=== block 1 ===
File: src/rtl/cpu_pkg.sv
// Shared GPR write-path types: entry layout and grant source encoding.
package cpu_pkg;

  localparam int unsigned GPR_AW = 5;
  localparam int unsigned GPR_DW = 32;

  typedef struct packed {
    logic [GPR_AW-1:0] rd;
    logic [GPR_DW-1:0] wd;
    logic              kill;
  } wb_entry_t;

  typedef enum logic [1:0] {
    GNT_NONE,
    GNT_ALU,
    GNT_MD
  } gnt_src_e;

endpackage

File: src/rtl/wb_fifo.sv
// Circular buffer of pending mult/div writebacks with per-entry kill-by-destination.
module wb_fifo
  import cpu_pkg::*;
#(
  parameter int unsigned DEPTH = 2
) (
  input  logic                     i_clk,
  input  logic                     i_rst,
  input  logic                     i_push,
  input  logic [GPR_AW-1:0]        i_push_rd,
  input  logic [GPR_DW-1:0]        i_push_wd,
  input  logic                     i_pop,
  input  logic                     i_kill_en,
  input  logic [GPR_AW-1:0]        i_kill_rd,
  output logic                     o_full,
  output logic                     o_empty,
  output logic [GPR_AW-1:0]        o_head_rd,
  output logic [GPR_DW-1:0]        o_head_wd,
  output logic                     o_head_kill,
  output logic [DEPTH*GPR_AW-1:0]  o_live_rd,
  output logic [DEPTH-1:0]         o_live_vld
);

  localparam int unsigned AW = (DEPTH > 1) ? $clog2(DEPTH) : 1;

  wb_entry_t        r_mem [DEPTH];
  logic [DEPTH-1:0] r_vld;
  logic [AW-1:0]    r_wptr;
  logic [AW-1:0]    r_rptr;

  // Per-slot valid bits make full/empty a direct lookup at the pointers.
  assign o_full      = r_vld[r_wptr];
  assign o_empty     = !r_vld[r_rptr];
  assign o_head_rd   = r_mem[r_rptr].rd;
  assign o_head_wd   = r_mem[r_rptr].wd;
  assign o_head_kill = r_mem[r_rptr].kill;

  always_ff @(posedge i_clk or posedge i_rst) begin
    if (i_rst) begin
      r_vld  <= '0;
      r_wptr <= '0;
      r_rptr <= '0;
      for (int i = 0; i < DEPTH; i++) begin
        r_mem[i] <= '0;
      end
    end else begin
      // Only entries already queued are older than the ALU write; a same-cycle push is newer.
      for (int i = 0; i < DEPTH; i++) begin
        if (i_kill_en && r_vld[i] && (r_mem[i].rd == i_kill_rd)) begin
          r_mem[i].kill <= 1'b1;
        end
      end
      if (i_pop) begin
        r_vld[r_rptr] <= 1'b0;
        r_rptr        <= r_rptr + 1'b1;
      end
      if (i_push) begin
        r_mem[r_wptr] <= '{rd: i_push_rd, wd: i_push_wd, kill: 1'b0};
        r_vld[r_wptr] <= 1'b1;
        r_wptr        <= r_wptr + 1'b1;
      end
    end
  end

  always_comb begin
    o_live_rd  = '0;
    o_live_vld = '0;
    for (int i = 0; i < DEPTH; i++) begin
      o_live_rd[i*GPR_AW +: GPR_AW] = r_mem[i].rd;
      o_live_vld[i]                 = r_vld[i] & ~r_mem[i].kill;
    end
  end

endmodule

File: src/rtl/gpr_wb_arbiter.sv
// Arbitrates the GPR write port between the ALU stream and queued mult/div results,
// with WAW kill, destination busy mask and a starvation-forced drain slot.
module gpr_wb_arbiter
  import cpu_pkg::*;
#(
  parameter int unsigned DEPTH        = 2,
  parameter int unsigned STARVE_LIMIT = 4
) (
  input  logic        i_clk,
  input  logic        i_rst,
  input  logic        i_alu_we,
  input  logic [4:0]  i_alu_rd,
  input  logic [31:0] i_alu_wd,
  input  logic        i_md_valid,
  input  logic [4:0]  i_md_rd,
  input  logic [31:0] i_md_wd,
  output logic        o_md_ready,
  output logic        o_alu_stall,
  output logic        o_we,
  output logic [4:0]  o_rd,
  output logic [31:0] o_wd,
  output logic [31:0] o_busy_mask
);

  localparam int unsigned SW = $clog2(STARVE_LIMIT + 1);

  logic [SW-1:0]           r_starve;
  gnt_src_e                w_gnt;
  logic                    w_full;
  logic                    w_empty;
  logic                    w_push;
  logic                    w_pop;
  logic                    w_kill_en;
  logic                    w_we_d;
  logic [GPR_AW-1:0]       w_head_rd;
  logic [GPR_DW-1:0]       w_head_wd;
  logic                    w_head_kill;
  logic [GPR_AW-1:0]       w_src_rd;
  logic [GPR_DW-1:0]       w_src_wd;
  logic [DEPTH*GPR_AW-1:0] w_live_rd;
  logic [DEPTH-1:0]        w_live_vld;

  assign o_alu_stall = (r_starve == SW'(STARVE_LIMIT));
  assign o_md_ready  = !w_full;
  // rd=0 results are accepted but dropped here.
  assign w_push      = i_md_valid && !w_full && (i_md_rd != '0);
  assign w_pop       = (w_gnt == GNT_MD);
  assign w_kill_en   = (w_gnt == GNT_ALU) && (i_alu_rd != '0);

  always_comb begin
    if (o_alu_stall && !w_empty) begin
      w_gnt = GNT_MD;
    end else if (i_alu_we) begin
      w_gnt = GNT_ALU;
    end else if (!w_empty) begin
      w_gnt = GNT_MD;
    end else begin
      w_gnt = GNT_NONE;
    end
  end

  always_comb begin
    w_src_rd = i_alu_rd;
    w_src_wd = i_alu_wd;
    w_we_d   = 1'b0;
    unique case (w_gnt)
      GNT_ALU: w_we_d = (i_alu_rd != '0);
      GNT_MD: begin
        w_src_rd = w_head_rd;
        w_src_wd = w_head_wd;
        w_we_d   = (w_head_rd != '0) && !w_head_kill;
      end
      default: w_we_d = 1'b0;
    endcase
  end

  always_ff @(posedge i_clk or posedge i_rst) begin
    if (i_rst) begin
      o_we     <= 1'b0;
      o_rd     <= '0;
      o_wd     <= '0;
      r_starve <= '0;
    end else begin
      o_we <= w_we_d;
      if (w_we_d) begin
        o_rd <= w_src_rd;
        o_wd <= w_src_wd;
      end
      if (w_empty || w_pop) begin
        r_starve <= '0;
      end else if (!o_alu_stall) begin
        r_starve <= r_starve + 1'b1;
      end
    end
  end

  always_comb begin
    o_busy_mask = '0;
    for (int i = 0; i < DEPTH; i++) begin
      if (w_live_vld[i]) begin
        o_busy_mask[w_live_rd[i*GPR_AW +: GPR_AW]] = 1'b1;
      end
    end
  end

  wb_fifo #(
    .DEPTH(DEPTH)
  ) u_fifo (
    .i_clk      (i_clk),
    .i_rst      (i_rst),
    .i_push     (w_push),
    .i_push_rd  (i_md_rd),
    .i_push_wd  (i_md_wd),
    .i_pop      (w_pop),
    .i_kill_en  (w_kill_en),
    .i_kill_rd  (i_alu_rd),
    .o_full     (w_full),
    .o_empty    (w_empty),
    .o_head_rd  (w_head_rd),
    .o_head_wd  (w_head_wd),
    .o_head_kill(w_head_kill),
    .o_live_rd  (w_live_rd),
    .o_live_vld (w_live_vld)
  );

endmodule

File: config.mk
export PLATFORM = sky130hd
export DESIGN_NAME = gpr_wb_arbiter
export DESIGN_NICKNAME = d
export VERILOG_FILES = /design/src/rtl/cpu_pkg.sv /design/src/rtl/wb_fifo.sv /design/src/rtl/gpr_wb_arbiter.sv
export SDC_FILE = /design/constraint.sdc
export NUM_CORES = 1
export LEC_CHECK = 0
export CORE_ASPECT_RATIO = 0.6
export CORE_MARGIN = 2
export CORE_UTILIZATION = 30
export CTS_CLUSTER_SIZE = 25
export DETAILED_ROUTE_END_ITERATION = 8
export GPL_ROUTABILITY_DRIVEN = 0
export HOLD_SLACK_MARGIN = 0.12
export PLACE_DENSITY = 0.63
export SYNTH_ARGS = -nofsm -noshare
export SYNTH_HDL_FRONTEND = slang
export SYNTH_SLANG_ARGS = --single-unit
File: constraint.sdc
create_clock -name i_clk -period 7.2 [get_ports i_clk]
set_clock_uncertainty 0.05 [all_clocks]
set_input_delay 2.16 -clock i_clk [delete_from_list [all_inputs] [get_ports i_clk]]
set_output_delay 2.16 -clock i_clk [all_outputs]
set_load 0.005 [all_outputs]
==> block_1/clock_nets.png <==
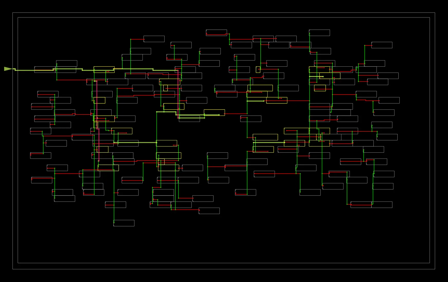
clock sink count: 121
Clock Latency Late Sink: 0.40 ns

==> impl.org <==
#+TITLE: Synthesis and PnR summary

** Drt
- Total met3 wirelength after detailed routing :: 1400 um
- Per the detailed-route log, wirelength across all metal layers totals 16800 um.
- Residual DRC :: 0
- First-iteration detailed-routing DRC count :: 329

** Cells and area
- Antenna diode count :: 0
- Seq. cell area :: 0.00303 mm^2
- Relative area of clock buffers and inverters in the final design :: 7.40%
- Fraction of cell area in non-clock buffers :: 18.6%

** Global route
- GR peak layer :: met1
- Initial antenna violation count :: 0
- Entering global routing, the biggest net connects 86 pins.

** Run status
- Outcome :: finished, final reports clean

** Yosys
- Average size of a mapped cell :: 10.8 um^2
- XOR Share, Synth :: 1.75%
- Dominant comb cell :: multiplexers
- Area share of fa/ha/maj cells after synthesis :: 0.832%
- The cell-mix breakdown from Yosys lists the compound-gate area share as 11.7%.
- Post-synthesis, Yosys gives the total cell area as 0.00601 mm^2.
- In this run the cell area of the synthesized design comes to 0.00601 mm^2.

** Setup path
- Worst setup path end :: o_wd[2]$_DFFE_PP0P_
- Total stage count of the critical path :: 6
- In this run the critical register-to-register path is launched from u_fifo.r_vld[1]$_DFF_PP0_.
- Required time of the critical path :: 7.37 ns
- Worst path buffer plus inverter count :: 2

** STA
- Slew at the pin closest to its max-slew limit :: 1.08 ns
- Setup repair after global routing left no endpoint under its margin.
- Timing would allow up to 0.212 GHz.
- Number of pins with negative max-slew slack in the final report :: 0
- Worst Setup Slack, final :: 2.48 ns

** Die
- The die is 114 um tall.
- In this run the count of I/O pins placed on the die edge is 150.
- Std-Cell Rows :: 40

** Power and ir drop
- In this run the VDD rail shows a maximum IR drop of 157 uV.
- The net switching power in the latest report is 1270 uW.
- The power report lists the combinational group at 1520 uW.
- Power per Cell Area :: 447 mW/mm^2

** Clock tree
- TritonCTS built the clock tree.
==> block_1/class_map.png <==
Scale bar: 50 um.
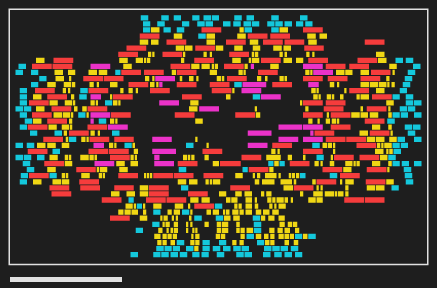
- magenta: clock drivers and dummy loads (cells 29)
- cyan: remaining buffers and delay cells (cells 156)
- yellow: remaining logic cells (cells 391)
- red: sequential cells (cells 121)
Layout Cell Area excl Fill: 0.00830 mm^2
Floorplan Core Area: 0.0198 mm^2
final core occ: 41.9%

cell usage after synthesis, drive strengths merged:
cell type / number / area [um^2]
a21boi: 1 / 11.3
a2111oi: 1 / 15.0
or3: 4 / 25.0
nand3b: 7 / 52.6
xor2: 9 / 78.8
nand2b: 2 / 12.5
nor4b: 1 / 8.76
ha: 4 / 50.1
or3b: 3 / 26.3
and2: 1 / 6.26
nor3b: 1 / 7.51
o21ai: 42 / 210
nor2b: 2 / 12.5
mux2: 74 / 833
nand3: 5 / 25.0
and3b: 1 / 8.76
mux2i: 40 / 400
dfrtp: 121 / 3030
buf: 29 / 171
xnor2: 3 / 26.3
a21oi: 1 / 5.00
o2bb2ai: 2 / 17.5
nand4b: 3 / 26.3
clkbuf: 18 / 67.6
nor2: 9 / 33.8
nor4: 3 / 18.8
inv: 8 / 30.0
o22ai: 70 / 438
or4: 1 / 7.51
nor3: 5 / 25.0
o21a: 1 / 7.51
nand2: 87 / 327

=== block 2 ===
<file path="src/rtl/rv_pipeline_pkg.sv">
// rtl/rv_pipeline_pkg.sv - shared pipeline constants and fetch state encoding
package rv_pipeline_pkg;

    localparam logic [31:0] NOP_INSTR = 32'h0000_0013;

    typedef enum logic [1:0] {
        FETCH_IDLE,
        FETCH_WAIT,
        FETCH_HOLD,
        FETCH_DROP
    } fetch_state_e;

endpackage

</file>
<file path="src/rtl/fetch_stage.sv">
// rtl/fetch_stage.sv - instruction fetch with one outstanding request, stall buffer and redirect flush
module fetch_stage #(
    parameter logic [31:0] RESET_PC = 32'h0000_0000
) (
    input  logic        clk_i,
    input  logic        rst_ni,
    input  logic        stall_i,
    input  logic        redirect_i,
    input  logic [31:0] redirect_pc_i,
    output logic        imem_req_o,
    output logic [31:0] imem_addr_o,
    input  logic        imem_rvalid_i,
    input  logic [31:0] imem_rdata_i,
    output logic [31:0] pc_o,
    output logic [31:0] instr_o,
    output logic        valid_o
);
    import rv_pipeline_pkg::*;

    fetch_state_e state_q, state_d;
    logic [31:0]  pc_q, pc_d;
    logic [31:0]  pc_out_q, pc_out_d;
    logic [31:0]  instr_q, instr_d;
    logic         valid_q, valid_d;
    logic [31:0]  buf_pc_q, buf_pc_d;
    logic [31:0]  buf_instr_q, buf_instr_d;
    logic         req;
    logic [31:0]  addr;
    logic [31:0]  pc_inc;

    assign pc_inc = pc_q + 32'd4;

    always_ff @(posedge clk_i or negedge rst_ni) begin
        if (!rst_ni) begin
            state_q     <= FETCH_IDLE;
            pc_q        <= RESET_PC;
            pc_out_q    <= 32'h0;
            instr_q     <= NOP_INSTR;
            valid_q     <= 1'b0;
            buf_pc_q    <= 32'h0;
            buf_instr_q <= NOP_INSTR;
        end else begin
            state_q     <= state_d;
            pc_q        <= pc_d;
            pc_out_q    <= pc_out_d;
            instr_q     <= instr_d;
            valid_q     <= valid_d;
            buf_pc_q    <= buf_pc_d;
            buf_instr_q <= buf_instr_d;
        end
    end

    always_comb begin
        state_d     = state_q;
        pc_d        = pc_q;
        pc_out_d    = pc_out_q;
        instr_d     = instr_q;
        valid_d     = valid_q;
        buf_pc_d    = buf_pc_q;
        buf_instr_d = buf_instr_q;
        req         = 1'b0;
        addr        = pc_q;

        if (redirect_i) begin
            // A response arriving with the redirect is already consumed, so no DROP needed.
            pc_d        = redirect_pc_i & ~32'h3;
            instr_d     = NOP_INSTR;
            valid_d     = 1'b0;
            buf_pc_d    = 32'h0;
            buf_instr_d = NOP_INSTR;
            if ((state_q == FETCH_WAIT || state_q == FETCH_DROP) && !imem_rvalid_i)
                state_d = FETCH_DROP;
            else
                state_d = FETCH_IDLE;
        end else begin
            unique case (state_q)
                FETCH_IDLE: begin
                    req     = 1'b1;
                    addr    = pc_q;
                    state_d = FETCH_WAIT;
                end
                FETCH_WAIT: begin
                    if (imem_rvalid_i && !stall_i) begin
                        pc_out_d = pc_q;
                        instr_d  = imem_rdata_i;
                        valid_d  = 1'b1;
                        pc_d     = pc_inc;
                        req      = 1'b1;
                        addr     = pc_inc;
                    end else if (imem_rvalid_i) begin
                        buf_pc_d    = pc_q;
                        buf_instr_d = imem_rdata_i;
                        state_d     = FETCH_HOLD;
                    end else if (!stall_i) begin
                        instr_d = NOP_INSTR;
                        valid_d = 1'b0;
                    end
                end
                FETCH_HOLD: begin
                    if (!stall_i) begin
                        pc_out_d = buf_pc_q;
                        instr_d  = buf_instr_q;
                        valid_d  = 1'b1;
                        pc_d     = pc_inc;
                        req      = 1'b1;
                        addr     = pc_inc;
                        state_d  = FETCH_WAIT;
                    end
                end
                FETCH_DROP: begin
                    if (imem_rvalid_i)
                        state_d = FETCH_IDLE;
                end
                default: state_d = FETCH_IDLE;
            endcase
        end
    end

    // Held low during reset even though IDLE would otherwise request.
    assign imem_req_o  = req & rst_ni;
    assign imem_addr_o = addr;
    assign pc_o        = pc_out_q;
    assign instr_o     = instr_q;
    assign valid_o     = valid_q;

endmodule

</file>
<file path="config.mk">
export PLATFORM = sky130hd
export DESIGN_NAME = fetch_stage
export DESIGN_NICKNAME = d
export VERILOG_FILES = /design/src/rtl/rv_pipeline_pkg.sv /design/src/rtl/fetch_stage.sv
export SDC_FILE = /design/constraint.sdc
export NUM_CORES = 1
export LEC_CHECK = 0
export CAP_MARGIN = 20
export CELL_PAD_IN_SITES_DETAIL_PLACEMENT = 1
export CELL_PAD_IN_SITES_GLOBAL_PLACEMENT = 2
export CORE_ASPECT_RATIO = 1.4
export CORE_MARGIN = 2
export CORE_UTILIZATION = 33
export CTS_BUF_LIST = sky130_fd_sc_hd__clkbuf_2 sky130_fd_sc_hd__clkbuf_4 sky130_fd_sc_hd__clkbuf_8
export CTS_CLUSTER_DIAMETER = 60
export DETAILED_ROUTE_END_ITERATION = 12
export MAX_ROUTING_LAYER = met4
export PLACE_DENSITY_LB_ADDON = 0.1
export SETUP_SLACK_MARGIN = 0.3
export SYNTH_ARGS = -nofsm -noshare
export SYNTH_HDL_FRONTEND = slang
export SYNTH_SLANG_ARGS = --single-unit
</file>
<file path="constraint.sdc">
create_clock -name clk_i -period 3.2 [get_ports clk_i]
set_clock_uncertainty 0.05 [all_clocks]
set_input_delay 0.48 -clock clk_i [delete_from_list [all_inputs] [get_ports clk_i]]
set_output_delay 0.48 -clock clk_i [all_outputs]
set_load 0.01 [all_outputs]
</file>
==> block_2/sizing.png <==
Scale bar: 50 um.
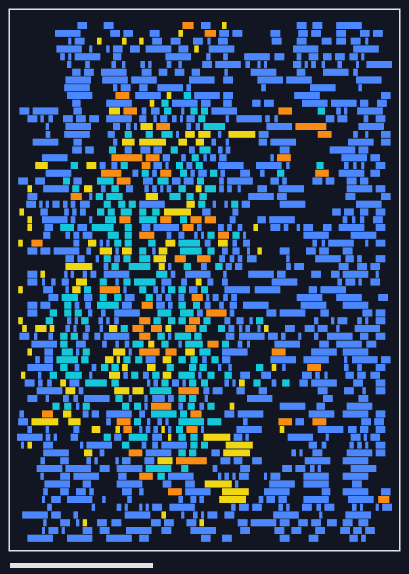
- blue: x1 and smaller (cells 785; most used dfrtp_1)
- cyan: x3 and x4 (cells 173; most used buf_4)
- orange: x6 and larger (cells 56; most used buf_6)
- yellow: x2 (cells 91; most used buf_2)

==> impl.org <==
#+TITLE: Synthesis and PnR summary

** Drt
- Uppermost layer routed :: met4
- The first detailed-routing pass took 4 iterations.
- The first routing iteration left 340 violations.
- Vias per cell :: 5.35

** STA
- For this run, the top clock speed supported by timing is 0.338 GHz.
- Number of pins with negative max-slew slack in the final report :: 0
- Hold-check failures listed in the final report amount to 0.
- Setup TNS :: 0 ns

** Cells and area
- The final antenna diode tally reported by the flow is 0.
- For this run, the share of the core covered by cells in the final layout is 49.5%.
- Once layout is complete, the cells apart from fillers number 1415.
- Logic inverters :: 14
- Counting the fill cells in the layout gives 2698.
- The fraction of final cell area spent on non-clock buffers in this run is 24.0%.
- Leaving out buffers and inverters, the combinational logic in the layout accounts for 0.00418 mm^2.

** Clock tree
- TritonCTS built the clock tree.
- The clock drives 159 sinks.
- Once the clock tree was built, the resizer swapped 205 gates to a different size.

** Placement
- Detailed placement ended at an HPWL of 19700 um.
- PortBufs :: 162
- Per the gpl log, the routability congestion estimate is 0.870.

** Hold path
- Path type of the worst min-delay path :: in2async

** Run status
- The run finished with clean final reports.

** Yosys
- After synthesis, the design contains 828 cells according to Yosys.
- Dominant comb cell :: AND-OR/OR-AND gates
- A synthesized cell averages 9.75 um^2.

** Global route
- The first global-routing pass estimated 45000 um of wire.
- Per the GRT congestion report, total overflow comes to 0.
- The via count of the first global-routing pass came to 8126.

** Power and ir drop
- The script extracted a net switching power of 3590 uW.
- The power report attributes to the clock group a share of 17.2%.
- The flow reported a cell area power density of 778 mW/mm^2.
- Combinational logic burns 52.2% of the power.
- The largest part of the power goes to combinational logic.

** Die
- Std-Cell Rows :: 67
- Count of pins on the block boundary :: 167

** Setup path
- Largest fanout on the critical path :: 8
==> block_2/pinout.png <==
Pins as bars across the die edge, other pins in grey.
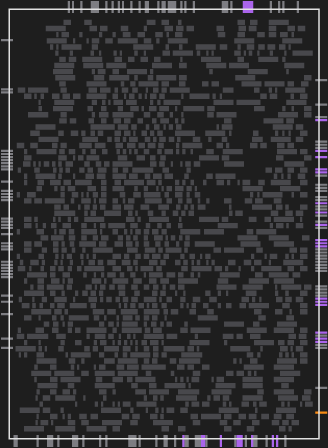
- orange: rst_ni (pins 1; direction input; edge right)
- purple: imem_rdata_i (pins 32; direction input; edge 17 right, 10 bottom, 5 top)

## cell usage in the layout, fill, tap and decap left out, types with 13 or more instances in the layout
cell	count
sky130_fd_sc_hd__dfrtp_1	148
sky130_fd_sc_hd__buf_4	130
sky130_fd_sc_hd__clkdlybuf4s50_1	129
sky130_fd_sc_hd__nand2_1	81
sky130_fd_sc_hd__mux2i_1	70
sky130_fd_sc_hd__o21ai_0	58
sky130_fd_sc_hd__a22o_1	56
sky130_fd_sc_hd__a21oi_1	52
sky130_fd_sc_hd__nor2_1	50
sky130_fd_sc_hd__buf_6	26
sky130_fd_sc_hd__buf_2	20
sky130_fd_sc_hd__clkbuf_8	18
sky130_fd_sc_hd__o21ai_1	15
sky130_fd_sc_hd__nand3_1	13
## path summary, 6_finish.rpt
check / end / slack, ns / depth (start not counted)
setup reg to reg: pc_q[19]$_DFF_PN0_ / 0.85 / 10
hold reg to reg: buf_pc_q[22]$_DFFE_PN0P_ / 0.44 / 2
max in group asynchronous: buf_instr_q[25]$_DFFE_PN0P_ / 1.16 / 4
hold / removal: instr_o[9]$_DFFE_PN0P_ / 0.34 / 2
min in group clk_i: pc_q[8]$_DFF_PN0_ / 0.41 / 3
setup / recovery: imem_addr_o[14] / 0.24 / 10


==> notes/layouts.md <==
Pictures saved along the way, in no particular order.

Clock distribution.
(a)
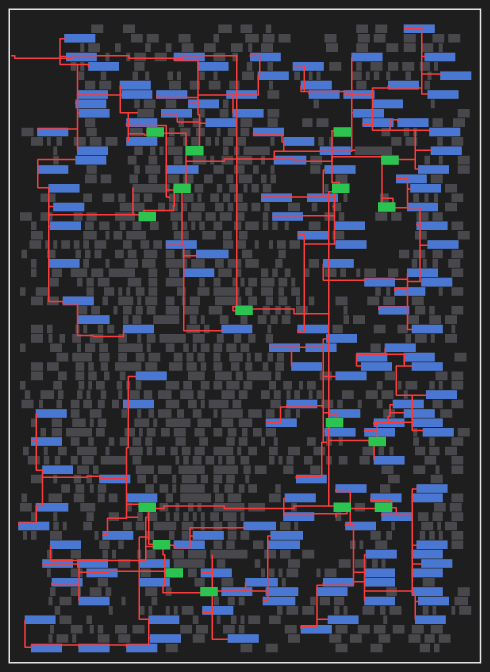
(b)
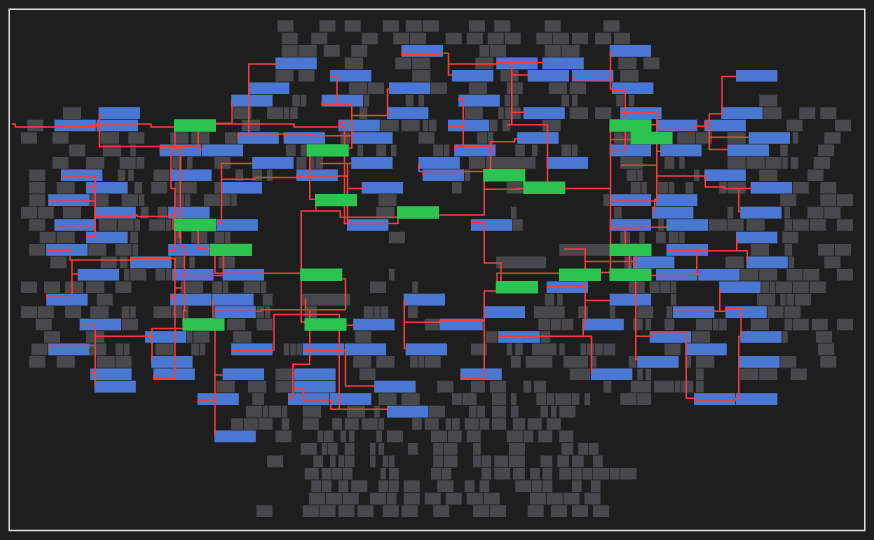
Block 2 is (a).
Block 1 is (b).
The one with the most sequential cells is (a).

Key to (b):
- green: clock-net drivers (count 17)
- red: clock wires (length 1710 um)
- blue: flip-flops (count 121)
- routed clock nets: 18

Power is estimated from default activity; no workload was simulated.
